==================== vector_mem_sequencer
**vector_mem_sequencer: M1 wires**

Bar = 100 microns. Cells faint in the background.
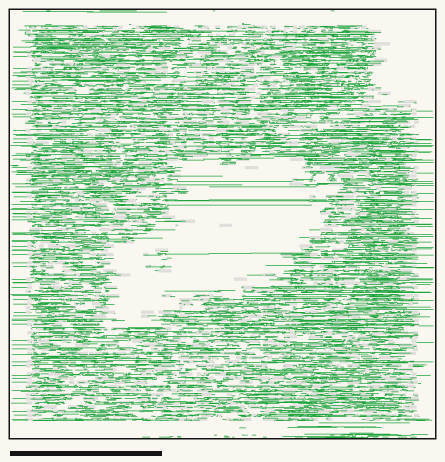

<file path="config.mk">
export PLATFORM = sky130hd
export DESIGN_NAME = vector_mem_sequencer
export DESIGN_NICKNAME = d
export VERILOG_FILES = /design/src/rtl/vmem_pkg.sv /design/src/rtl/vmem_rd_tracker.sv /design/src/rtl/vector_mem_sequencer.sv
export SDC_FILE = /design/constraint.sdc
export NUM_CORES = 1
export LEC_CHECK = 0
export ABC_AREA = 1
export ABC_CLOCK_PERIOD_IN_PS = 42900
export CAP_MARGIN = 20
export CORE_AREA = 10 10 270 272
export DETAILED_ROUTE_END_ITERATION = 7
export DIE_AREA = 0 0 280 282
export GPL_TIMING_DRIVEN = 0
export PLACE_DENSITY_LB_ADDON = 0.2
export REMOVE_ABC_BUFFERS = 1
export SLEW_MARGIN = 10
export SYNTH_ARGS = -nofsm -noshare
export SYNTH_HDL_FRONTEND = slang
export SYNTH_HIERARCHICAL = 1
export SYNTH_SLANG_ARGS = --single-unit
</file>
<file path="constraint.sdc">
create_clock -name clk -period 42.9 [get_ports clk]
set_clock_uncertainty 0.15 [all_clocks]
set_input_delay 10.725 -clock clk [delete_from_list [all_inputs] [get_ports clk]]
set_output_delay 10.725 -clock clk [all_outputs]
set_load 0.03 [all_outputs]
</file>
<file path="src/rtl/vmem_pkg.sv">
// vmem_pkg: state encoding and sizing helpers shared by vector_mem_sequencer and its read tracker.
package vmem_pkg;
    typedef enum logic [1:0] {IDLE, ISSUE, DRAIN, DONE} stateT;
    localparam int N_DEF = 32;
    localparam int V_DEF = 256;
    localparam int BEATS_MAX = V_DEF / N_DEF;
    localparam int BPB = N_DEF / 8;
    localparam int CNT_W = $clog2(BEATS_MAX) + 1;
    function automatic int beatsMax(input int v, input int n);
        return v / n;
    endfunction
    function automatic int beatBytes(input int n);
        return n / 8;
    endfunction
    function automatic int cntWidth(input int v, input int n);
        return $clog2(v / n) + 1;
    endfunction
endpackage

</file>
<file path="src/rtl/vmem_rd_tracker.sv">
// vmem_rd_tracker: RD_LAT-deep {valid, beat index} pipeline naming the lane for each returning read.
module vmem_rd_tracker #(
    parameter int RD_LAT = 1,
    parameter int IW = 4
) (
    input  logic          clk,
    input  logic          rst,
    input  logic          issueValid,
    input  logic [IW-1:0] issueIdx,
    output logic          retValid,
    output logic [IW-1:0] retIdx
);
    logic [RD_LAT-1:0] validPipe;
    logic [IW-1:0]     idxPipe [RD_LAT];

    always_ff @(posedge clk or posedge rst) begin
        if (rst) begin
            validPipe <= '0;
            for (int i = 0; i < RD_LAT; i++) idxPipe[i] <= '0;
        end else begin
            validPipe[0] <= issueValid;
            idxPipe[0] <= issueIdx;
            for (int i = 1; i < RD_LAT; i++) begin
                validPipe[i] <= validPipe[i-1];
                idxPipe[i] <= idxPipe[i-1];
            end
        end
    end

    assign retValid = validPipe[RD_LAT-1];
    assign retIdx = idxPipe[RD_LAT-1];
endmodule

</file>
<file path="src/rtl/vector_mem_sequencer.sv">
// vector_mem_sequencer: splits V-bit vector / N-bit scalar accesses into N-bit memory beats and stalls the pipeline meanwhile.
// Define ALIGN_CHECK_EN to reject misaligned requests with err instead of masking the low address bits.
module vector_mem_sequencer
    import vmem_pkg::*;
#(
    parameter int N = N_DEF,
    parameter int V = V_DEF,
    parameter int RD_LAT = 1
) (
    input  logic           clk,
    input  logic           rst,
    input  logic           start,
    input  logic           is_vector,
    input  logic           write,
    input  logic [N-1:0]   addr,
    input  logic [N-1:0]   wdata_s,
    input  logic [V-1:0]   wdata_v,
    input  logic [N-1:0]   ReadData,
    output logic [N-1:0]   AddressData,
    output logic [N/8-1:0] ByteenaData,
    output logic [N-1:0]   WriteData,
    output logic           RdenData,
    output logic           WrenData,
    output logic           Busy,
    output logic           done,
    output logic           err,
    output logic [N-1:0]   rdata_s,
    output logic [V-1:0]   rdata_v
);
    localparam int BEATS = beatsMax(V, N);
    localparam int CW = cntWidth(V, N);
    localparam int DW = $clog2(RD_LAT + 1);
    localparam logic [N-1:0] STRIDE = N'(beatBytes(N));
    localparam logic [N-1:0] VMASK = N'(V / 8 - 1);
    localparam logic [N-1:0] SMASK = N'(N / 8 - 1);

    stateT         state;
    logic [CW-1:0] cnt;
    logic [DW-1:0] drainCnt;
    logic          isVec;
    logic          isWr;
    logic [V-1:0]  wdPend;
    logic          retValid;
    logic [CW-1:0] retIdx;
    logic [N-1:0]  alignMask;
    logic          reject;
    logic          lastBeat;
    logic [V-1:0]  startVec;

    assign alignMask = is_vector ? VMASK : SMASK;
`ifdef ALIGN_CHECK_EN
    assign reject = |(addr & alignMask);
`else
    assign reject = 1'b0;
`endif
    assign startVec = is_vector ? wdata_v : V'(wdata_s);
    assign lastBeat = cnt == (isVec ? CW'(BEATS - 1) : '0);
    assign Busy = state == ISSUE || state == DRAIN || (state == IDLE && start);

    // cnt always names the beat currently on the memory port, so it tags the tracker directly
    vmem_rd_tracker #(.RD_LAT(RD_LAT), .IW(CW)) tracker (
        .clk(clk),
        .rst(rst),
        .issueValid(RdenData),
        .issueIdx(cnt),
        .retValid(retValid),
        .retIdx(retIdx)
    );

    always_ff @(posedge clk or posedge rst) begin
        if (rst) begin
            state <= IDLE;
            cnt <= '0;
            drainCnt <= '0;
            isVec <= 1'b0;
            isWr <= 1'b0;
            wdPend <= '0;
            AddressData <= '0;
            ByteenaData <= '0;
            WriteData <= '0;
            RdenData <= 1'b0;
            WrenData <= 1'b0;
            done <= 1'b0;
            err <= 1'b0;
            rdata_s <= '0;
            rdata_v <= '0;
        end else begin
            done <= 1'b0;
            err <= 1'b0;
            if (retValid) begin
                if (isVec) rdata_v[int'(retIdx) * N +: N] <= ReadData;
                else rdata_s <= ReadData;
            end
            case (state)
                IDLE: if (start) begin
                    isVec <= is_vector;
                    isWr <= write;
                    cnt <= '0;
                    if (reject) begin
                        state <= DONE;
                        done <= 1'b1;
                        err <= 1'b1;
                    end else begin
                        state <= ISSUE;
                        AddressData <= addr & ~alignMask;
                        ByteenaData <= '1;
                        RdenData <= !write;
                        WrenData <= write;
                        WriteData <= write ? startVec[N-1:0] : '0;
                        wdPend <= startVec >> N;
                    end
                end
                ISSUE: if (lastBeat) begin
                    AddressData <= '0;
                    ByteenaData <= '0;
                    WriteData <= '0;
                    RdenData <= 1'b0;
                    WrenData <= 1'b0;
                    drainCnt <= '0;
                    state <= isWr ? DONE : DRAIN;
                    done <= isWr;
                end else begin
                    cnt <= cnt + CW'(1);
                    AddressData <= AddressData + STRIDE;
                    WriteData <= isWr ? wdPend[N-1:0] : '0;
                    wdPend <= wdPend >> N;
                end
                DRAIN: if (drainCnt == DW'(RD_LAT - 1)) begin
                    state <= DONE;
                    done <= 1'b1;
                end else begin
                    drainCnt <= drainCnt + DW'(1);
                end
                default: state <= IDLE;
            endcase
        end
    end
endmodule
</file>
==================== mem_arbiter_flat
[src/rtl/mem_arbiter_pkg.sv]
// Shared types and sizing helpers for the unified-memory arbiter.
package mem_arbiter_pkg;

  localparam int unsigned DEF_DATA_W = 16;
  localparam int unsigned DEF_ADDR_W = 16;

  typedef enum logic [1:0] {
    IDLE  = 2'd0,
    ACC_I = 2'd1,
    ACC_D = 2'd2,
    DONE  = 2'd3
  } arb_state_t;

  // Counter width able to hold MEM_LAT (the timer itself only needs MEM_LAT-1).
  function automatic int unsigned timer_width(input int unsigned lat);
    return $clog2(lat + 1);
  endfunction

  function automatic int unsigned streak_width(input int unsigned smax);
    return (smax < 1) ? 1 : $clog2(smax + 1);
  endfunction

endpackage

[src/rtl/mem_arbiter_if.sv]
// Requester and memory-side bus of the arbiter; slave = arbiter, master = environment.
interface mem_arbiter_if
  import mem_arbiter_pkg::*;
#(
  parameter int unsigned DATA_W = DEF_DATA_W,
  parameter int unsigned ADDR_W = DEF_ADDR_W
);

  logic              if_req;
  logic [ADDR_W-1:0] if_addr;
  logic [DATA_W-1:0] if_rdata;
  logic              if_done;
  logic              if_stall;

  logic              dm_req;
  logic              dm_wr;
  logic [ADDR_W-1:0] dm_addr;
  logic [DATA_W-1:0] dm_wdata;
  logic [DATA_W-1:0] dm_rdata;
  logic              dm_done;
  logic              dm_stall;

  logic              mem_en;
  logic              mem_wr;
  logic [ADDR_W-1:0] mem_addr;
  logic [DATA_W-1:0] mem_wdata;
  logic [DATA_W-1:0] mem_rdata;

  modport slave (
    input  if_req, if_addr,
    input  dm_req, dm_wr, dm_addr, dm_wdata,
    input  mem_rdata,
    output if_rdata, if_done, if_stall,
    output dm_rdata, dm_done, dm_stall,
    output mem_en, mem_wr, mem_addr, mem_wdata
  );

  modport master (
    output if_req, if_addr,
    output dm_req, dm_wr, dm_addr, dm_wdata,
    output mem_rdata,
    input  if_rdata, if_done, if_stall,
    input  dm_rdata, dm_done, dm_stall,
    input  mem_en, mem_wr, mem_addr, mem_wdata
  );

endinterface

[src/rtl/mem_arbiter_access_timer.sv]
// Loadable down-counter timing one memory access; zero marks the final access cycle.
module access_timer
  import mem_arbiter_pkg::*;
#(
  parameter int unsigned W = 3
) (
  input  logic         clk,
  input  logic         rst_n,
  input  logic         load,
  input  logic [W-1:0] load_val,
  input  logic         dec,
  output logic         zero
);

  logic [W-1:0] count;

  always_ff @(posedge clk or negedge rst_n) begin
    if (!rst_n) begin
      count <= '0;
    end else if (load) begin
      count <= load_val;
    end else if (dec) begin
      count <= count - W'(1);
    end
  end

  assign zero = (count == '0);

endmodule

[src/rtl/mem_arbiter.sv]
// Arbitrates the shared single-ported memory between fetch (IF) and data (DM) requesters.
// DM has priority; after STARVE_MAX consecutive DM grants a waiting fetch is forced through.
module mem_arbiter
  import mem_arbiter_pkg::*;
#(
  parameter int unsigned DATA_W     = DEF_DATA_W,
  parameter int unsigned ADDR_W     = DEF_ADDR_W,
  parameter int unsigned MEM_LAT    = 4,
  parameter int unsigned STARVE_MAX = 3
) (
  input  logic          clk,
  input  logic          rst,
  mem_arbiter_if.slave  bus
);

  localparam int unsigned TW = timer_width(MEM_LAT);
  localparam int unsigned SW = streak_width(STARVE_MAX);
  localparam logic [TW-1:0] TIMER_INIT = TW'(MEM_LAT - 1);
  localparam logic [SW-1:0] STREAK_MAX = SW'(STARVE_MAX);

  arb_state_t    state;
  logic [SW-1:0] dm_streak;
  logic          grant_dm;
  logic          grant_if;
  logic          in_access;
  logic          timer_load;
  logic          timer_dec;
  logic          timer_zero;

  always_comb begin
    grant_dm   = bus.dm_req && !(bus.if_req && (dm_streak == STREAK_MAX));
    grant_if   = !grant_dm && bus.if_req;
    in_access  = (state == ACC_I) || (state == ACC_D);
    timer_load = (state == IDLE) && (grant_dm || grant_if);
    timer_dec  = in_access && !timer_zero;
  end

  access_timer #(
    .W (TW)
  ) u_timer (
    .clk      (clk),
    .rst_n    (rst),
    .load     (timer_load),
    .load_val (TIMER_INIT),
    .dec      (timer_dec),
    .zero     (timer_zero)
  );

  always_ff @(posedge clk or negedge rst) begin
    if (!rst) begin
      state         <= IDLE;
      dm_streak     <= '0;
      bus.mem_en    <= 1'b0;
      bus.mem_wr    <= 1'b0;
      bus.mem_addr  <= '0;
      bus.mem_wdata <= '0;
      bus.if_rdata  <= '0;
      bus.dm_rdata  <= '0;
      bus.if_done   <= 1'b0;
      bus.dm_done   <= 1'b0;
    end else begin
      case (state)
        IDLE: begin
          if (grant_dm) begin
            state         <= ACC_D;
            bus.mem_en    <= 1'b1;
            bus.mem_wr    <= bus.dm_wr;
            bus.mem_addr  <= bus.dm_addr[ADDR_W-1:0];
            bus.mem_wdata <= bus.dm_wdata[DATA_W-1:0];
            // Streak counts every DM grant, including ones with no fetch waiting.
            if (dm_streak != STREAK_MAX) begin
              dm_streak <= dm_streak + SW'(1);
            end
          end else if (grant_if) begin
            state        <= ACC_I;
            bus.mem_en   <= 1'b1;
            bus.mem_wr   <= 1'b0;
            bus.mem_addr <= bus.if_addr[ADDR_W-1:0];
            dm_streak    <= '0;
          end
        end
        ACC_I, ACC_D: begin
          if (timer_zero) begin
            if (state == ACC_I) begin
              bus.if_rdata <= bus.mem_rdata[DATA_W-1:0];
            end else if (!bus.mem_wr) begin
              bus.dm_rdata <= bus.mem_rdata[DATA_W-1:0];
            end
            bus.if_done <= (state == ACC_I);
            bus.dm_done <= (state == ACC_D);
            bus.mem_en  <= 1'b0;
            bus.mem_wr  <= 1'b0;
            state       <= DONE;
          end
        end
        DONE: begin
          bus.if_done <= 1'b0;
          bus.dm_done <= 1'b0;
          state       <= IDLE;
        end
        default: state <= IDLE;
      endcase
    end
  end

  assign bus.if_stall = bus.if_req && !bus.if_done;
  assign bus.dm_stall = bus.dm_req && !bus.dm_done;

endmodule
[src/flat_wrapper.sv]
// flat-port wrapper written by rule: the top's interface ports become plain ports
module mem_arbiter_flat import mem_arbiter_pkg::*;
#(
  parameter int unsigned DATA_W     = DEF_DATA_W,
  parameter int unsigned ADDR_W     = DEF_ADDR_W,
  parameter int unsigned MEM_LAT    = 4,
  parameter int unsigned STARVE_MAX = 3
)
  (clk, rst, bus_if_req, bus_if_addr, bus_dm_req, bus_dm_wr, bus_dm_addr, bus_dm_wdata, bus_mem_rdata, bus_if_rdata, bus_if_done, bus_if_stall, bus_dm_rdata, bus_dm_done, bus_dm_stall, bus_mem_en, bus_mem_wr, bus_mem_addr, bus_mem_wdata);
  mem_arbiter_if #(.DATA_W(DATA_W), .ADDR_W(ADDR_W)) bus_i ();
  input  logic clk;
  input  logic rst;
  input wire logic [$bits(bus_i.if_req)-1:0] bus_if_req;
  input wire logic [$bits(bus_i.if_addr)-1:0] bus_if_addr;
  input wire logic [$bits(bus_i.dm_req)-1:0] bus_dm_req;
  input wire logic [$bits(bus_i.dm_wr)-1:0] bus_dm_wr;
  input wire logic [$bits(bus_i.dm_addr)-1:0] bus_dm_addr;
  input wire logic [$bits(bus_i.dm_wdata)-1:0] bus_dm_wdata;
  input wire logic [$bits(bus_i.mem_rdata)-1:0] bus_mem_rdata;
  output wire logic [$bits(bus_i.if_rdata)-1:0] bus_if_rdata;
  output wire logic [$bits(bus_i.if_done)-1:0] bus_if_done;
  output wire logic [$bits(bus_i.if_stall)-1:0] bus_if_stall;
  output wire logic [$bits(bus_i.dm_rdata)-1:0] bus_dm_rdata;
  output wire logic [$bits(bus_i.dm_done)-1:0] bus_dm_done;
  output wire logic [$bits(bus_i.dm_stall)-1:0] bus_dm_stall;
  output wire logic [$bits(bus_i.mem_en)-1:0] bus_mem_en;
  output wire logic [$bits(bus_i.mem_wr)-1:0] bus_mem_wr;
  output wire logic [$bits(bus_i.mem_addr)-1:0] bus_mem_addr;
  output wire logic [$bits(bus_i.mem_wdata)-1:0] bus_mem_wdata;
  assign bus_i.if_req = bus_if_req;
  assign bus_i.if_addr = bus_if_addr;
  assign bus_i.dm_req = bus_dm_req;
  assign bus_i.dm_wr = bus_dm_wr;
  assign bus_i.dm_addr = bus_dm_addr;
  assign bus_i.dm_wdata = bus_dm_wdata;
  assign bus_i.mem_rdata = bus_mem_rdata;
  assign bus_if_rdata = bus_i.if_rdata;
  assign bus_if_done = bus_i.if_done;
  assign bus_if_stall = bus_i.if_stall;
  assign bus_dm_rdata = bus_i.dm_rdata;
  assign bus_dm_done = bus_i.dm_done;
  assign bus_dm_stall = bus_i.dm_stall;
  assign bus_mem_en = bus_i.mem_en;
  assign bus_mem_wr = bus_i.mem_wr;
  assign bus_mem_addr = bus_i.mem_addr;
  assign bus_mem_wdata = bus_i.mem_wdata;
  mem_arbiter #(.DATA_W(DATA_W), .ADDR_W(ADDR_W), .MEM_LAT(MEM_LAT), .STARVE_MAX(STARVE_MAX)) u_core (.clk(clk), .rst(rst), .bus(bus_i));
endmodule
[config.mk]
export PLATFORM = sky130hd
export DESIGN_NAME = mem_arbiter_flat
export DESIGN_NICKNAME = d
export VERILOG_FILES = /design/src/rtl/mem_arbiter_pkg.sv /design/src/rtl/mem_arbiter_if.sv /design/src/rtl/mem_arbiter_access_timer.sv /design/src/rtl/mem_arbiter.sv /design/src/flat_wrapper.sv
export SDC_FILE = /design/constraint.sdc
export NUM_CORES = 1
export LEC_CHECK = 0
export CELL_PAD_IN_SITES_DETAIL_PLACEMENT = 1
export CELL_PAD_IN_SITES_GLOBAL_PLACEMENT = 1
export CORE_ASPECT_RATIO = 1.25
export CORE_MARGIN = 10
export CORE_UTILIZATION = 35
export DETAILED_ROUTE_END_ITERATION = 8
export PLACE_DENSITY_LB_ADDON = 0.1
export SYNTH_ARGS = -nofsm -noshare
export SYNTH_HDL_FRONTEND = slang
export SYNTH_SLANG_ARGS = --single-unit
export TNS_END_PERCENT = 5
[constraint.sdc]
create_clock -name clk -period 6.1 [get_ports clk]
set_clock_uncertainty 0.15 [all_clocks]
set_input_delay 1.22 -clock clk [delete_from_list [all_inputs] [get_ports clk]]
set_output_delay 1.22 -clock clk [all_outputs]
set_load 0.02 [all_outputs]
==================== mips_mc_control_unit
**config.mk**
```make
export PLATFORM = sky130hd
export DESIGN_NAME = mips_mc_control_unit
export DESIGN_NICKNAME = d
export VERILOG_FILES = /design/src/rtl/mips_ctrl_pkg.sv /design/src/rtl/mips_funct_decode.sv /design/src/rtl/mips_mc_control_unit.sv
export SDC_FILE = /design/constraint.sdc
export NUM_CORES = 1
export LEC_CHECK = 0
export ABC_AREA = 0
export ABC_CLOCK_PERIOD_IN_PS = 1600
export CAP_MARGIN = 20
export CORE_MARGIN = 3
export CORE_UTILIZATION = 38
export CTS_BUF_LIST = sky130_fd_sc_hd__clkbuf_16
export CTS_CLUSTER_SIZE = 24
export DETAILED_ROUTE_END_ITERATION = 8
export PLACE_DENSITY_LB_ADDON = 0.2
export RECOVER_POWER = 25
export SYNTH_ARGS = -nofsm -noshare
export SYNTH_HDL_FRONTEND = slang
export SYNTH_HIERARCHICAL = 1
export SYNTH_SLANG_ARGS = --single-unit
```
**constraint.sdc**
```tcl
create_clock -name clk -period 1.6 [get_ports clk]
set_input_delay 0.24 -clock clk [delete_from_list [all_inputs] [get_ports clk]]
set_output_delay 0.24 -clock clk [all_outputs]
set_load 0.05 [all_outputs]
```
**src/rtl/mips_ctrl_pkg.sv**
```systemverilog
// Shared definitions for the multi-cycle MIPS control unit: state encoding,
// opcode/funct constants, ALU function codes and datapath mux encodings.
package mips_ctrl_pkg;

    typedef enum logic [4:0] {
        ST_RESET,
        ST_FETCH,
        ST_DECODE,
        ST_R_EX,
        ST_R_WB,
        ST_MULT_LD,
        ST_I_EX,
        ST_I_WB,
        ST_LS_ADDR,
        ST_LW_MEM,
        ST_LW_WB,
        ST_SW_MEM,
        ST_BR_CMP,
        ST_BR_RES,
        ST_JMP,
        ST_JAL,
        ST_ILLEGAL,
        ST_INTR1,
        ST_INTR2
    } state_t;

    localparam logic [5:0] OP_RTYPE = 6'h00;
    localparam logic [5:0] OP_J     = 6'h02;
    localparam logic [5:0] OP_JAL   = 6'h03;
    localparam logic [5:0] OP_BEQ   = 6'h04;
    localparam logic [5:0] OP_BNE   = 6'h05;
    localparam logic [5:0] OP_ADDI  = 6'h08;
    localparam logic [5:0] OP_ORI   = 6'h0D;
    localparam logic [5:0] OP_LW    = 6'h23;
    localparam logic [5:0] OP_SW    = 6'h2B;

    localparam logic [5:0] FN_MFLO  = 6'h12;
    localparam logic [5:0] FN_MULT  = 6'h18;
    localparam logic [5:0] FN_ADD   = 6'h20;
    localparam logic [5:0] FN_SUB   = 6'h22;
    localparam logic [5:0] FN_AND   = 6'h24;
    localparam logic [5:0] FN_OR    = 6'h25;
    localparam logic [5:0] FN_SLT   = 6'h2A;

    localparam logic [4:0] FS_PASS_S = 5'h00;
    localparam logic [4:0] FS_ADD    = 5'h02;
    localparam logic [4:0] FS_SUB    = 5'h04;
    localparam logic [4:0] FS_SLT    = 5'h06;
    localparam logic [4:0] FS_AND    = 5'h08;
    localparam logic [4:0] FS_OR     = 5'h09;
    localparam logic [4:0] FS_MUL    = 5'h1E;

    localparam logic [2:0] Y_HI  = 3'd0;
    localparam logic [2:0] Y_LO  = 3'd1;
    localparam logic [2:0] Y_ALU = 3'd2;
    localparam logic [2:0] Y_DIN = 3'd3;
    localparam logic [2:0] Y_PC  = 3'd4;

    localparam logic [1:0] D_RD = 2'b00;
    localparam logic [1:0] D_RT = 2'b01;
    localparam logic [1:0] D_RA = 2'b10;
    localparam logic [1:0] D_SP = 2'b11;

    localparam logic [1:0] T_RF    = 2'b00;
    localparam logic [1:0] T_IMM   = 2'b01;
    localparam logic [1:0] T_FLAGS = 2'b10;
    localparam logic [1:0] T_PC    = 2'b11;

    localparam logic [1:0] PC_INC = 2'b00;
    localparam logic [1:0] PC_BR  = 2'b01;
    localparam logic [1:0] PC_JMP = 2'b10;

endpackage

```
**src/rtl/mips_funct_decode.sv**
```systemverilog
// Combinational R-type funct lookup: ALU function plus mult/mflo/unknown tags.
module mips_funct_decode
    import mips_ctrl_pkg::*;
(
    input  logic [5:0] i_funct,
    output logic [4:0] o_fs,
    output logic       o_is_mult,
    output logic       o_is_mflo,
    output logic       o_bad_funct
);

    always_comb begin
        o_fs        = FS_PASS_S;
        o_is_mult   = 1'b0;
        o_is_mflo   = 1'b0;
        o_bad_funct = 1'b0;
        case (i_funct)
            FN_ADD:  o_fs = FS_ADD;
            FN_SUB:  o_fs = FS_SUB;
            FN_AND:  o_fs = FS_AND;
            FN_OR:   o_fs = FS_OR;
            FN_SLT:  o_fs = FS_SLT;
            FN_MULT: begin
                o_fs      = FS_MUL;
                o_is_mult = 1'b1;
            end
            FN_MFLO: o_is_mflo = 1'b1;
            default: o_bad_funct = 1'b1;
        endcase
    end

endmodule

```
**src/rtl/mips_mc_control_unit.sv**
```systemverilog
// Multi-cycle MIPS control unit (Moore FSM driving datapath, PC and memories).
// Optional interrupt entry sequence is enabled by defining MCU_INTR_EN.
module mips_mc_control_unit
    import mips_ctrl_pkg::*;
#(
    parameter logic [1:0] RESET_PC_SEL    = 2'b00,
    parameter logic [1:0] INTR_VECTOR_SEL = 2'b11
) (
    input  logic        clk,
    input  logic        reset,
    input  logic [31:0] IR,
    input  logic        N,
    input  logic        Z,
    input  logic        C,
    input  logic        V,
    input  logic        intr,
    output logic [1:0]  pc_sel,
    output logic        pc_ld,
    output logic        ir_ld,
    output logic        im_cs,
    output logic        im_rd,
    output logic        dm_cs,
    output logic        dm_rd,
    output logic        dm_wr,
    output logic        D_En,
    output logic [1:0]  D_sel,
    output logic [1:0]  T_Sel,
    output logic        S_Sel,
    output logic        HILO_ld,
    output logic        FLAG_ld,
    output logic [2:0]  Y_Sel,
    output logic [4:0]  FS,
    output logic        int_ack,
    output logic        illegal
);

    state_t     r_state;
    state_t     w_next;
    state_t     w_ostate;
    logic       w_final;
    logic [5:0] r_op;
    logic [5:0] r_funct;
    logic [4:0] w_fs;
    logic       w_is_mult;
    logic       w_is_mflo;
    logic       w_bad_funct;
    logic       w_unused;

    assign w_unused = ^{N, C, V, IR[25:6]};

    mips_funct_decode u_funct_decode (
        .i_funct     (r_funct),
        .o_fs        (w_fs),
        .o_is_mult   (w_is_mult),
        .o_is_mflo   (w_is_mflo),
        .o_bad_funct (w_bad_funct)
    );

    always_ff @(posedge clk) begin
        if (reset) begin
            r_state <= ST_RESET;
        end else begin
            r_state <= w_next;
        end
    end

    always_ff @(posedge clk) begin
        if (r_state == ST_DECODE) begin
            r_op    <= IR[31:26];
            r_funct <= IR[5:0];
        end
    end

`ifdef MCU_INTR_EN
    logic r_intr_ok;

    // Re-armed only once an instruction has retired since the last entry.
    always_ff @(posedge clk) begin
        if (reset) begin
            r_intr_ok <= 1'b1;
        end else if (r_state == ST_INTR2) begin
            r_intr_ok <= 1'b0;
        end else if (w_final) begin
            r_intr_ok <= 1'b1;
        end
    end
`else
    logic w_unused_intr;
    assign w_unused_intr = ^{intr, INTR_VECTOR_SEL};
`endif

    always_comb begin
        w_next  = r_state;
        w_final = 1'b0;
        case (r_state)
            ST_RESET:   w_next = ST_FETCH;
            ST_FETCH:   w_next = ST_DECODE;
            ST_DECODE: begin
                case (IR[31:26])
                    OP_RTYPE:        w_next = ST_R_EX;
                    OP_ADDI, OP_ORI: w_next = ST_I_EX;
                    OP_LW, OP_SW:    w_next = ST_LS_ADDR;
                    OP_BEQ, OP_BNE:  w_next = ST_BR_CMP;
                    OP_J:            w_next = ST_JMP;
                    OP_JAL:          w_next = ST_JAL;
                    default:         w_next = ST_ILLEGAL;
                endcase
            end
            ST_R_EX: begin
                if (w_bad_funct) begin
                    w_next = ST_ILLEGAL;
                end else if (w_is_mult) begin
                    w_next = ST_MULT_LD;
                end else begin
                    w_next = ST_R_WB;
                end
            end
            ST_I_EX:    w_next = ST_I_WB;
            ST_LS_ADDR: w_next = (r_op == OP_LW) ? ST_LW_MEM : ST_SW_MEM;
            ST_LW_MEM:  w_next = ST_LW_WB;
            ST_BR_CMP:  w_next = ST_BR_RES;
            ST_R_WB, ST_MULT_LD, ST_I_WB, ST_LW_WB, ST_SW_MEM,
            ST_BR_RES, ST_JMP, ST_JAL: begin
                w_final = 1'b1;
                w_next  = ST_FETCH;
            end
            ST_ILLEGAL: w_next = ST_ILLEGAL;
            ST_INTR1:   w_next = ST_INTR2;
            ST_INTR2:   w_next = ST_FETCH;
            default:    w_next = ST_RESET;
        endcase
`ifdef MCU_INTR_EN
        if (w_final && intr && r_intr_ok) begin
            w_next = ST_INTR1;
        end
`endif
    end

    // The reset cycle itself must not write, so reset forces the RESET word.
    assign w_ostate = reset ? ST_RESET : r_state;

    always_comb begin
        pc_sel  = PC_INC;
        pc_ld   = 1'b0;
        ir_ld   = 1'b0;
        im_cs   = 1'b0;
        im_rd   = 1'b0;
        dm_cs   = 1'b0;
        dm_rd   = 1'b0;
        dm_wr   = 1'b0;
        D_En    = 1'b0;
        D_sel   = D_RD;
        T_Sel   = T_RF;
        S_Sel   = 1'b0;
        HILO_ld = 1'b0;
        FLAG_ld = 1'b0;
        Y_Sel   = Y_ALU;
        FS      = FS_PASS_S;
        int_ack = 1'b0;
        illegal = 1'b0;
        case (w_ostate)
            ST_RESET: pc_sel = RESET_PC_SEL;
            ST_FETCH: begin
                im_cs = 1'b1;
                im_rd = 1'b1;
                ir_ld = 1'b1;
                pc_ld = 1'b1;
            end
            ST_R_EX: begin
                FS    = w_fs;
                Y_Sel = w_is_mflo ? Y_LO : Y_ALU;
            end
            ST_MULT_LD: begin
                FS      = FS_MUL;
                HILO_ld = 1'b1;
            end
            ST_R_WB: begin
                D_En  = 1'b1;
                D_sel = D_RD;
                Y_Sel = w_is_mflo ? Y_LO : Y_ALU;
            end
            ST_I_EX: begin
                T_Sel = T_IMM;
                FS    = (r_op == OP_ORI) ? FS_OR : FS_ADD;
            end
            ST_I_WB: begin
                D_En  = 1'b1;
                D_sel = D_RT;
            end
            ST_LS_ADDR: begin
                T_Sel = T_IMM;
                FS    = FS_ADD;
            end
            ST_LW_MEM: begin
                dm_cs = 1'b1;
                dm_rd = 1'b1;
            end
            ST_LW_WB: begin
                D_En  = 1'b1;
                D_sel = D_RT;
                Y_Sel = Y_DIN;
            end
            ST_SW_MEM: begin
                dm_cs = 1'b1;
                dm_wr = 1'b1;
            end
            ST_BR_CMP: FS = FS_SUB;
            ST_BR_RES: begin
                if (((r_op == OP_BEQ) && Z) || ((r_op == OP_BNE) && !Z)) begin
                    pc_ld  = 1'b1;
                    pc_sel = PC_BR;
                end
            end
            ST_JMP: begin
                pc_ld  = 1'b1;
                pc_sel = PC_JMP;
            end
            ST_JAL: begin
                D_En   = 1'b1;
                D_sel  = D_RA;
                Y_Sel  = Y_PC;
                pc_ld  = 1'b1;
                pc_sel = PC_JMP;
            end
            ST_ILLEGAL: illegal = 1'b1;
`ifdef MCU_INTR_EN
            ST_INTR1: begin
                D_En  = 1'b1;
                D_sel = D_RA;
                Y_Sel = Y_PC;
            end
            ST_INTR2: begin
                pc_ld   = 1'b1;
                pc_sel  = INTR_VECTOR_SEL;
                int_ack = 1'b1;
            end
`endif
            default: ;
        endcase
    end

endmodule

```
==================== din_buffer
--- src/rtl/din_buffer.sv ---
`default_nettype none
// ============================================================================
// Module   : din_buffer
// Purpose  : Data input buffer for the simplecore datapath. Captures words
//            from external memory/IO over a valid/ready handshake into a
//            small FIFO and delivers them one at a time onto internal bus A
//            when the control unit asserts dInCtl.
// Ports    : clk       - rising-edge clock
//            rst_n     - asynchronous active-low reset
//            dIn       - incoming data word
//            dInValid  - dIn holds a valid word
//            dInReady  - buffer can accept a word (not full)
//            dInCtl    - pop head word onto busA
//            busA      - registered bus A data, holds last popped word
//            dInFlush  - synchronous flush of buffered words
//            dInEmpty  - no words buffered
//            dInCount  - number of buffered words, 0..DEPTH
//            dInUnf    - sticky underflow flag (pop requested while empty)
// Revision : 1.0 - initial release
// ============================================================================
module din_buffer #(
  parameter int WIDTH = 16,
  parameter int DEPTH = 4
) (
  input  logic                       clk,
  input  logic                       rst_n,
  input  logic [WIDTH-1:0]           dIn,
  input  logic                       dInValid,
  output logic                       dInReady,
  input  logic                       dInCtl,
  output logic [WIDTH-1:0]           busA,
  input  logic                       dInFlush,
  output logic                       dInEmpty,
  output logic [$clog2(DEPTH):0]     dInCount,
  output logic                       dInUnf
);

  localparam int PW = $clog2(DEPTH);
  localparam int CW = PW + 1;

  // Storage array: deliberately not reset. The pointers and count guarantee
  // an entry is only read after it has been written since the last
  // reset/flush, so stale contents never reach busA.
  logic [WIDTH-1:0] mem_q [DEPTH];

  logic [PW-1:0]    wp_q, wp_d;
  logic [PW-1:0]    rp_q, rp_d;
  logic [CW-1:0]    count_q, count_d;
  logic [WIDTH-1:0] bus_q, bus_d;
  logic             unf_q, unf_d;

  logic             full;
  logic             empty;
  logic             push;
  logic             pop;
  logic             mem_we;

  // Status flags depend only on the registered count.
  assign full  = (count_q == CW'(DEPTH));
  assign empty = (count_q == '0);

  // No pass-through: a full buffer refuses a push even if a pop frees a slot
  // in the same cycle.
  assign push = dInValid && !full;
  assign pop  = dInCtl && !empty;

  // Flush drops any same-cycle push; reset suppresses writes as well.
  assign mem_we = push && !dInFlush && rst_n;

  always_comb begin
    wp_d    = wp_q;
    rp_d    = rp_q;
    count_d = count_q;
    bus_d   = bus_q;
    unf_d   = unf_q;

    if (dInFlush) begin
      // busA intentionally holds its value across a flush.
      wp_d    = '0;
      rp_d    = '0;
      count_d = '0;
      unf_d   = 1'b0;
    end else begin
      if (push) begin
        wp_d = wp_q + PW'(1);
      end
      if (pop) begin
        bus_d = mem_q[rp_q];
        rp_d  = rp_q + PW'(1);
      end
      if (push && !pop) begin
        count_d = count_q + CW'(1);
      end else if (pop && !push) begin
        count_d = count_q - CW'(1);
      end
      // Underflow is flagged even when a push lands in the same cycle.
      if (dInCtl && empty) begin
        unf_d = 1'b1;
      end
    end
  end

  always_ff @(posedge clk or negedge rst_n) begin
    if (!rst_n) begin
      wp_q    <= '0;
      rp_q    <= '0;
      count_q <= '0;
      bus_q   <= '0;
      unf_q   <= 1'b0;
    end else begin
      wp_q    <= wp_d;
      rp_q    <= rp_d;
      count_q <= count_d;
      bus_q   <= bus_d;
      unf_q   <= unf_d;
    end
  end

  always_ff @(posedge clk) begin
    if (mem_we) begin
      mem_q[wp_q] <= dIn;
    end
  end

  assign dInReady = !full;
  assign dInEmpty = empty;
  assign dInCount = count_q;
  assign busA     = bus_q;
  assign dInUnf   = unf_q;

endmodule
`default_nettype wire

--- config.mk ---
export PLATFORM = sky130hd
export DESIGN_NAME = din_buffer
export DESIGN_NICKNAME = d
export VERILOG_FILES = /design/src/rtl/din_buffer.sv
export SDC_FILE = /design/constraint.sdc
export NUM_CORES = 1
export LEC_CHECK = 0
export CAP_MARGIN = 25
export CORE_UTILIZATION = 59
export CTS_CLUSTER_DIAMETER = 30
export DETAILED_ROUTE_END_ITERATION = 8
export GPL_TIMING_DRIVEN = 1
export PLACE_DENSITY = 0.84
export SYNTH_ARGS = -nofsm -noshare
export SYNTH_HDL_FRONTEND = slang
export SYNTH_SLANG_ARGS = --single-unit
export TNS_END_PERCENT = 100
--- constraint.sdc ---
create_clock -name clk -period 7 [get_ports clk]
set_input_delay 1.4 -clock clk [delete_from_list [all_inputs] [get_ports clk]]
set_output_delay 1.4 -clock clk [all_outputs]
set_load 0.01 [all_outputs]
**mem_arbiter_flat: met3 routing**

Bar = 20 microns. Cells faint in the background.
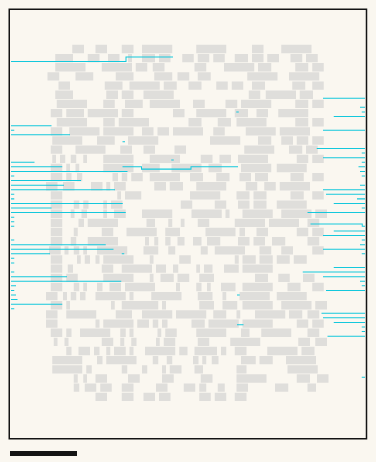
nets with wire on the layer: 74
share of all routed wire: 7.9%
longest straight run: 34.3 microns
main direction: horizontal
WL final: 9.31 mm
GRT met3 Usage: 0.0548
Vias: 2423

==> impl_metrics.py, mem_arbiter_flat <==
# Auto-generated metrics
metrics = {
    "routing": {
        "routed-wl-met2_mm": 4.84,
        "drtIter0Drc": 24,
        "post-route-drc-count": 0,
        "first_pass_iters": 2,
        "highest_layer": "met4",
    },
    "setup_path": {
        "start_kind": "input pin",
        "cp_slowest_cell": "clkdlybuf4s50_1",
        "critPathCaptureType": "output port",
        "timing.rr.start": "u_core.state[0]",
        "path_buffers": 2,
        "path_cells": "clkdlybuf4s50_1, nor2b_1, clkdlybuf4s50_1",
        "cp.required_ps": 4730,
        "cp_common_cell": "clkdlybuf4s50_1",
        "r2r_end": "u_core.bus.dm_rdata[4]",
    },
    "finish": {
        "buffers": 139,
        "seq-cell-share": 0.375,
        "nets": 467,
        "buffer_area_frac": 0.277,
        "ff_count": 75,
        "antenna_cells": 0,
        "final_cells": 516,
        "nFillCells": 969,
    },
    "yosys": {
        "ys_area_sq_um": 3220,
        "avgSynthCellArea_sq_um": 12.8,
        "synth.top_cell.area_share": 0.583,
        "ys.flop_type": "dfrtp_1",
        "syn_nets": 329,
        "compound_area_frac": 0.0790,
        "synth.distinct_cells": 29,
    },
    "clocking": {
        "cts_sinks": 75,
        "clock.latency.late_pin_ps": 320,
        "clkTransAtPathRegs_ps": 50,
        "postCtsSetupRepairBufs": 0,
        "htree_levels": 3,
        "cts_tree": "built",
    },
    "timing": {
        "period_needed_ps": 3990,
        "rsz0062_at_grt": "false",
        "worst_pin_slew_ps": 1140,
        "setup_viol": 0,
        "fmax_mhz": 251,
        "hold_ws_ps": 343,
    },
    "floorplan": {
        "core_sq_um": 9080,
        "fp-row-count": 39,
        "die_x_microns": 106,
        "ioPinCount": 139,
        "core_util_floorplan": 0.354,
    },
    "worst_hold_path": {
        "hold-path-endpoint": "u_core.dm_streak[1]",
    },
    "place": {
        "place_ws_ps": 2100,
        "detailed_place_hpwl_mm": 7.13,
        "port_buffers": 138,
    },
    "power_and_ir_drop": {
        "total_power_uw": 2880,
        "p_per_area_nw_per_um2": 577,
        "power_clock_uw": 523,
        "swShare": 0.360,
    },
    "global_route": {
        "track_usage": 0.140,
    },
    "status": {
        "status": "complete, no violations",
    },
}
==> mem_arbiter_flat: how the worst max path moves through the flow <==
stage	startpoint	to	slack (ps)	cells past startpoint
floorplan	bus_if_req	bus_if_stall	3000	2
global placement	bus_if_req	bus_if_stall	2110	3
global route	bus_if_req	bus_if_stall	2040	3
detailed placement	bus_if_req	bus_if_stall	2100	3
CTS	bus_if_req	bus_if_stall	2100	3
finish	bus_if_req	bus_if_stall	2110	3
==> mem_arbiter_flat: layer usage <==
layer	vias to the layer above	GRT usage
li1	1136	-
met1	1198	0.152
met2	80	0.243
met3	9	0.0548
met4	0	0.0527
met5	-	0
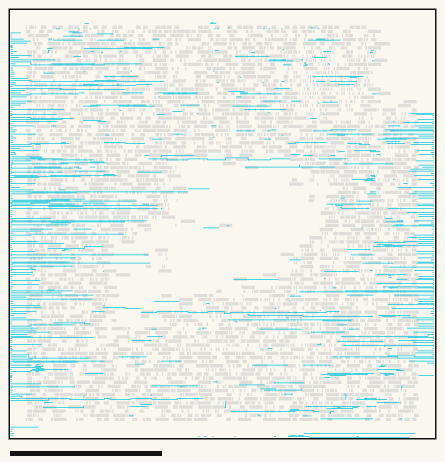
**Above:** vector_mem_sequencer (met3 routing).
Bar = 100 microns. Cells faint in the background.
longest straight run: 117 microns
wire length on this layer: 8570 microns
nets with wire on the layer: 468
Vias: 23500
WL final: 104 mm
GRT met3 Usage: 0.0788

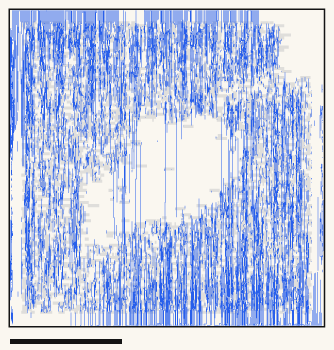
**Above:** vector_mem_sequencer (the metal 2 layer).
Bar = 100 microns. Cells faint in the background.
nets with wire on the layer: 3035
longest straight run: 118 microns
main direction: vertical

About 'M1 wires' of vector_mem_sequencer:
wire length on this layer: 42.7 mm
main direction: horizontal
nets with wire on the layer: 3676
share of all routed wire: 41%
met1 Use GR: 0.321

==> impl_metrics.py, vector_mem_sequencer <==
# Auto-generated metrics
metrics = {
    "status": {
        "status": "complete, no violations",
    },
    "yosys": {
        "ys_async_sr_fraction": 1.00,
        "logic_family": "AND-OR/OR-AND gates",
        "simple_gate_share": 0.178,
        "xor_share": 0.00368,
    },
    "power_and_ir_drop": {
        "pwr-share-comb": 0.419,
        "p_per_area_nw_per_um2": 64.5,
        "leakage_uw": 0.0155,
    },
    "setup_path": {
        "path_depth": 4,
        "arrival_ps": 12280,
        "endpoint": "Busy",
        "path_buffers": 2,
        "worstRegToRegCells": 10,
        "reg2reg_slack_ps": 38410,
        "critPathKind": "in2out",
        "startpoint": "start",
        "critPathCaptureType": "output port",
    },
    "clocking": {
        "clk_path_buf_depth": 3,
        "cts_resized": 0,
        "clkTransAtPathRegs_ps": 50,
        "holdBufCountCts": 0,
        "postCtsSetupRepairBufs": 0,
        "clock.latency.late_pin_ps": 600,
    },
    "timing": {
        "fmax_mhz": 43.2,
        "max_slew_margin": 0.305,
        "fin_tns_setup_ps": 0,
    },
    "place": {
        "routabilityCongestion": 0.869,
    },
    "global_route": {
        "grt_pass1_wl_mm": 152,
        "antenna_found_initial": 19,
        "busiest_layer": "met2",
    },
    "finish": {
        "comb_share": 0.268,
        "nFillCells": 6331,
        "area_growth_pct": 40.7,
        "largest_register_ffs": 256,
        "fin_util": 0.537,
        "seq-cell-share": 0.407,
        "buffer_area_frac": 0.222,
        "layout-drive-gt1-share": 0.0471,
    },
    "routing": {
        "wl_met3_mm": 8.57,
        "post-route-drc-count": 0,
        "drt-met1-wl_mm": 42.7,
        "via_per_inst": 5.21,
    },
    "worst_hold_path": {
        "hold_depth": 0,
    },
    "floorplan": {
        "nWellTaps": 882,
        "dieArea_sq_um": 79000,
        "die_x_microns": 280,
    },
}
[vector_mem_sequencer: power by group through the flow]
stage                     Combinational, uW  Sequential, uW  Clock, uW
final                                   983             812        549
after global routing                   1070             830        583
after CTS                               986             810        561
after detailed placement                984             817          0
after global placement                  979             823          0
after floorplan                         440             943          0
[vector_mem_sequencer: stage by stage]
step	power [uW]	cell area (sq um)	instances	hold slack, ps
finish	2340	36300	4519	232
CTS	2360	36300	4508	234
detailed placement	1800	34300	4396	221
global placement	1800	33200	4357	214
floorplan	1380	25000	2763	204
global route	2490	36300	4512	253
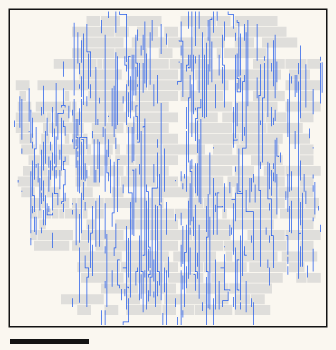
**Above:** din_buffer (the metal 2 layer).
Bar = 20 microns. Cells faint in the background.
nets with wire on the layer: 231
longest straight run: 50.0 microns
share of all routed wire: 53%
wire length on this layer: 3200 microns
main direction: vertical
met2 GRT Util: 0.366
WL final: 6.08 mm

==> impl_metrics.py, din_buffer <==
# Auto-generated metrics
metrics = {
    "status": {
        "status": "complete, no violations",
    },
    "yosys": {
        "synth-adder-area-share": 0.0194,
        "synth.distinct_cells": 41,
        "compound_area_frac": 0.0363,
        "synth.area.top_cells": "edfxtp_1 53%, dfrtp_1 17%, mux4_1 5.8%",
        "ys.flop_type": "edfxtp_1",
    },
    "worst_hold_path": {
        "hold-path-endpoint": "busA[11]",
    },
    "finish": {
        "clock_area_frac": 0.0480,
        "largest_register_ffs": 64,
        "seqCellArea_sq_um": 2520,
        "combGateArea_sq_um": 981,
        "n_all_inverters": 8,
        "antenna_cells": 0,
        "lay_top_count": "edfxtp_1",
    },
    "floorplan": {
        "die_height_microns": 80.3,
    },
    "power_and_ir_drop": {
        "p_seq_frac": 0.466,
        "swShare": 0.266,
        "pwr-share-comb": 0.293,
        "power.switching_uw": 403,
        "pg_comb_uw": 444,
        "seq_cell_power_uw": 705,
    },
    "global_route": {
        "grt_pass1_vias": 1887,
        "grt_pass1_wl_mm": 9.64,
        "grt_max_degree": 26,
        "busiest_layer": "met2",
    },
    "setup_path": {
        "path_cells": "clkdlybuf4s50_1, o21ai_0, and3_1, fa_1, a21bo_2, a311o_1, a311oi_1",
    },
    "routing": {
        "routed-wl-met2_mm": 3.20,
        "via_per_inst": 5.73,
    },
    "place": {
        "detailed_place_hpwl_mm": 3.81,
    },
    "clocking": {
        "postCtsSetupRepairBufs": 0,
        "clk_path_buf_depth": 2,
        "cts_buffers": 9,
    },
    "timing": {
        "rsz0062_at_grt": "false",
        "fin_tns_setup_ps": 0,
    },
}
-- din_buffer: metrics by stage --
step / util / worst slack (ps) / instance area (sq um)
floorplan: - / 3950 / 3620
global placement: 0.685 / 3240 / 4060
detailed placement: 0.685 / 3170 / 4060
CTS: 0.720 / 3540 / 4260
global route: 0.722 / 3340 / 4280
finish: 0.722 / 3520 / 4280
-- din_buffer: worst reg2reg max path, cell delays in order, from the launching register on --
cell      delay, ps
dfrtp_1         560
nor3b_1         330
inv_1           160
and3_1          210
fa_1            430
a21bo_2         240
a311o_1         330
a311oi_1        260
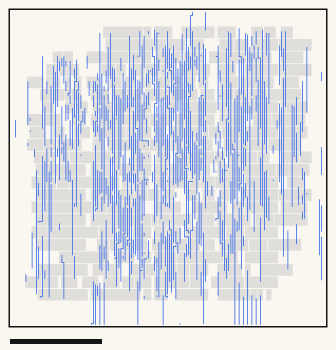
**Above:** mips_mc_control_unit (the metal 2 layer).
Bar = 20 microns. Cells faint in the background.
wire length on this layer: 3110 microns
nets with wire on the layer: 272
main direction: vertical

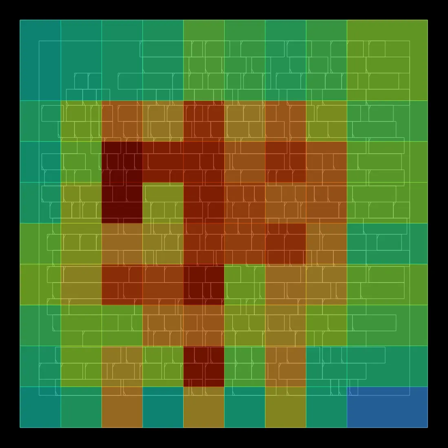
**Above:** mips_mc_control_unit (routing congestion).
per-cell routed wire length: 17.5 microns
GRT met3 Usage: 0.0308
GRT Max-Usage Layer: met2
Util after Layout: 0.823

==> impl_metrics.py, mips_mc_control_unit <==
# Auto-generated metrics
metrics = {
    "status": {
        "status": "finished, violations left",
        "violations": "negative setup slack",
    },
    "timing": {
        "min_period_over_period": 1.37,
        "setup_viol": 26,
        "fin_tns_setup_ps": -7800,
        "timing.final.ws_setup_ps": -599,
        "hold_ws_ps": 519,
    },
    "power_and_ir_drop": {
        "pwr-share-clk": 0.266,
        "swShare": 0.348,
        "pg_comb_uw": 858,
        "leakage_uw": 0.00121,
        "power_clock_uw": 509,
        "top_power_group": "combinational cells",
    },
    "global_route": {
        "grt_use_met1": 0.245,
        "grt_pass1_vias": 1763,
    },
    "yosys": {
        "yosys_warnings": 6,
        "ys_async_sr_fraction": 0,
        "ys_cells": 178,
        "edf_count": 12,
    },
    "floorplan": {
        "die_x_microns": 68.8,
        "core_sq_um": 3740,
    },
    "finish": {
        "top_regs": "r_funct: 6 flops, r_op: 6 flops, r_state: 5 flops",
        "lay_top_cells": "54 x buf_4, 25 x buf_12, 13 x buf_6",
    },
    "clocking": {
        "holdBufCountCts": 0,
        "clkTransAtPathRegs_ps": 50,
        "clk_path_buf_depth": 2,
    },
    "setup_path": {
        "crit_fanout": 4,
        "cp.required_ps": 1360,
    },
    "routing": {
        "via_per_inst": 5.57,
        "wl_met3_microns": 225,
    },
}
==> mips_mc_control_unit: layout make-up <==
cell class	instances	area [sq um]
inverter	1	8.76
clock buffer	3	75.1
tap	48	60.1
multi-input combinational	145	1260
sequential	17	474
fill	219	662
timing repair buffer	106	1190
clock inverter	1	7.51
==> mips_mc_control_unit: logic make-up (layout without fill, tap and decap cells) <==
logic type	Yosys count	after routing	share of synthesized area
muxes	2	2	0.0142
and+or+nand+nor	93	93	0.373
DFF	17	17	0.307
AOI/OAI and AO/OA	43	43	0.207
other	1	4	0.00250
buffers and inverters	19	111	0.0785
xor gates and xnor gates	3	3	0.0175


==> screenshots <==
M1 wires.
Bar = 20 microns. Cells faint in the background.
panel A
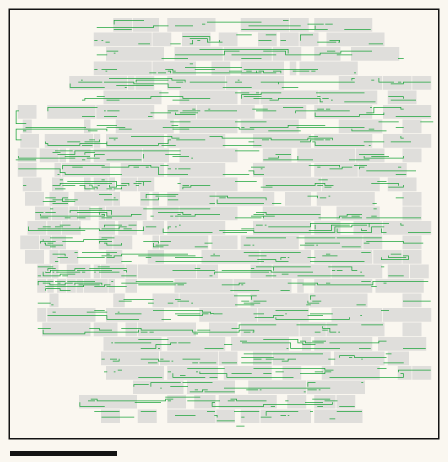
panel B
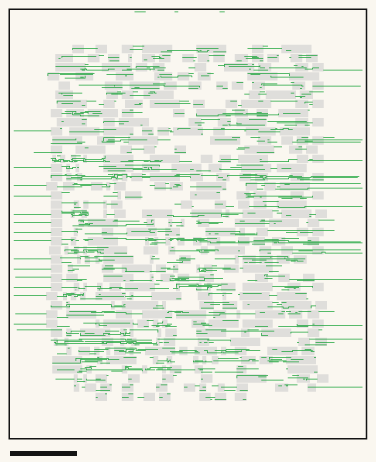
panel C
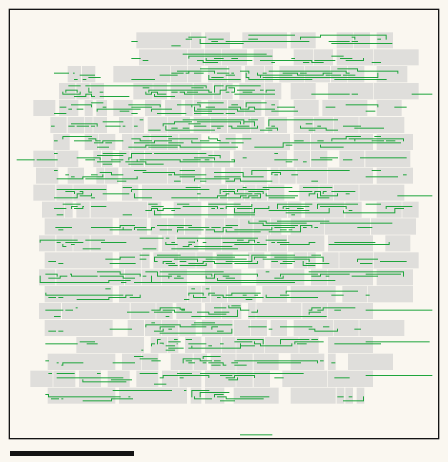
The one with the largest die is panel B.
The one with the smallest die is panel C.
mips_mc_control_unit: panel C
mem_arbiter_flat: panel B
din_buffer: panel A


==> gallery <==
Routing congestion.
(a)
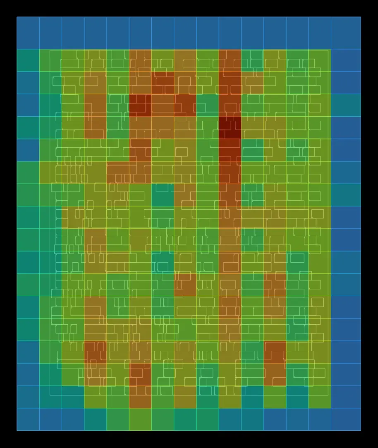
(b)
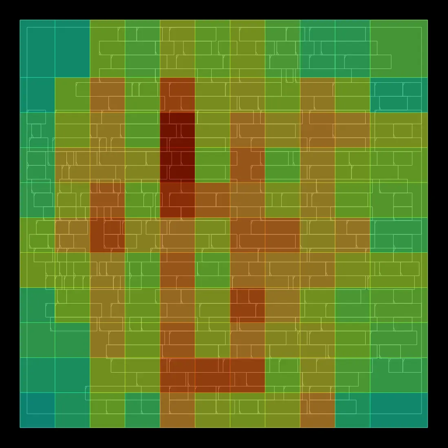
(c)
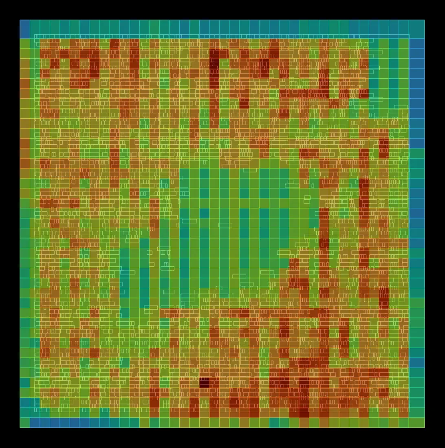
- mem_arbiter_flat = (a)
- vector_mem_sequencer = (c)
- din_buffer = (b)
Of these, most wire per cell: (c)

Power and IR drop assume default switching activity.
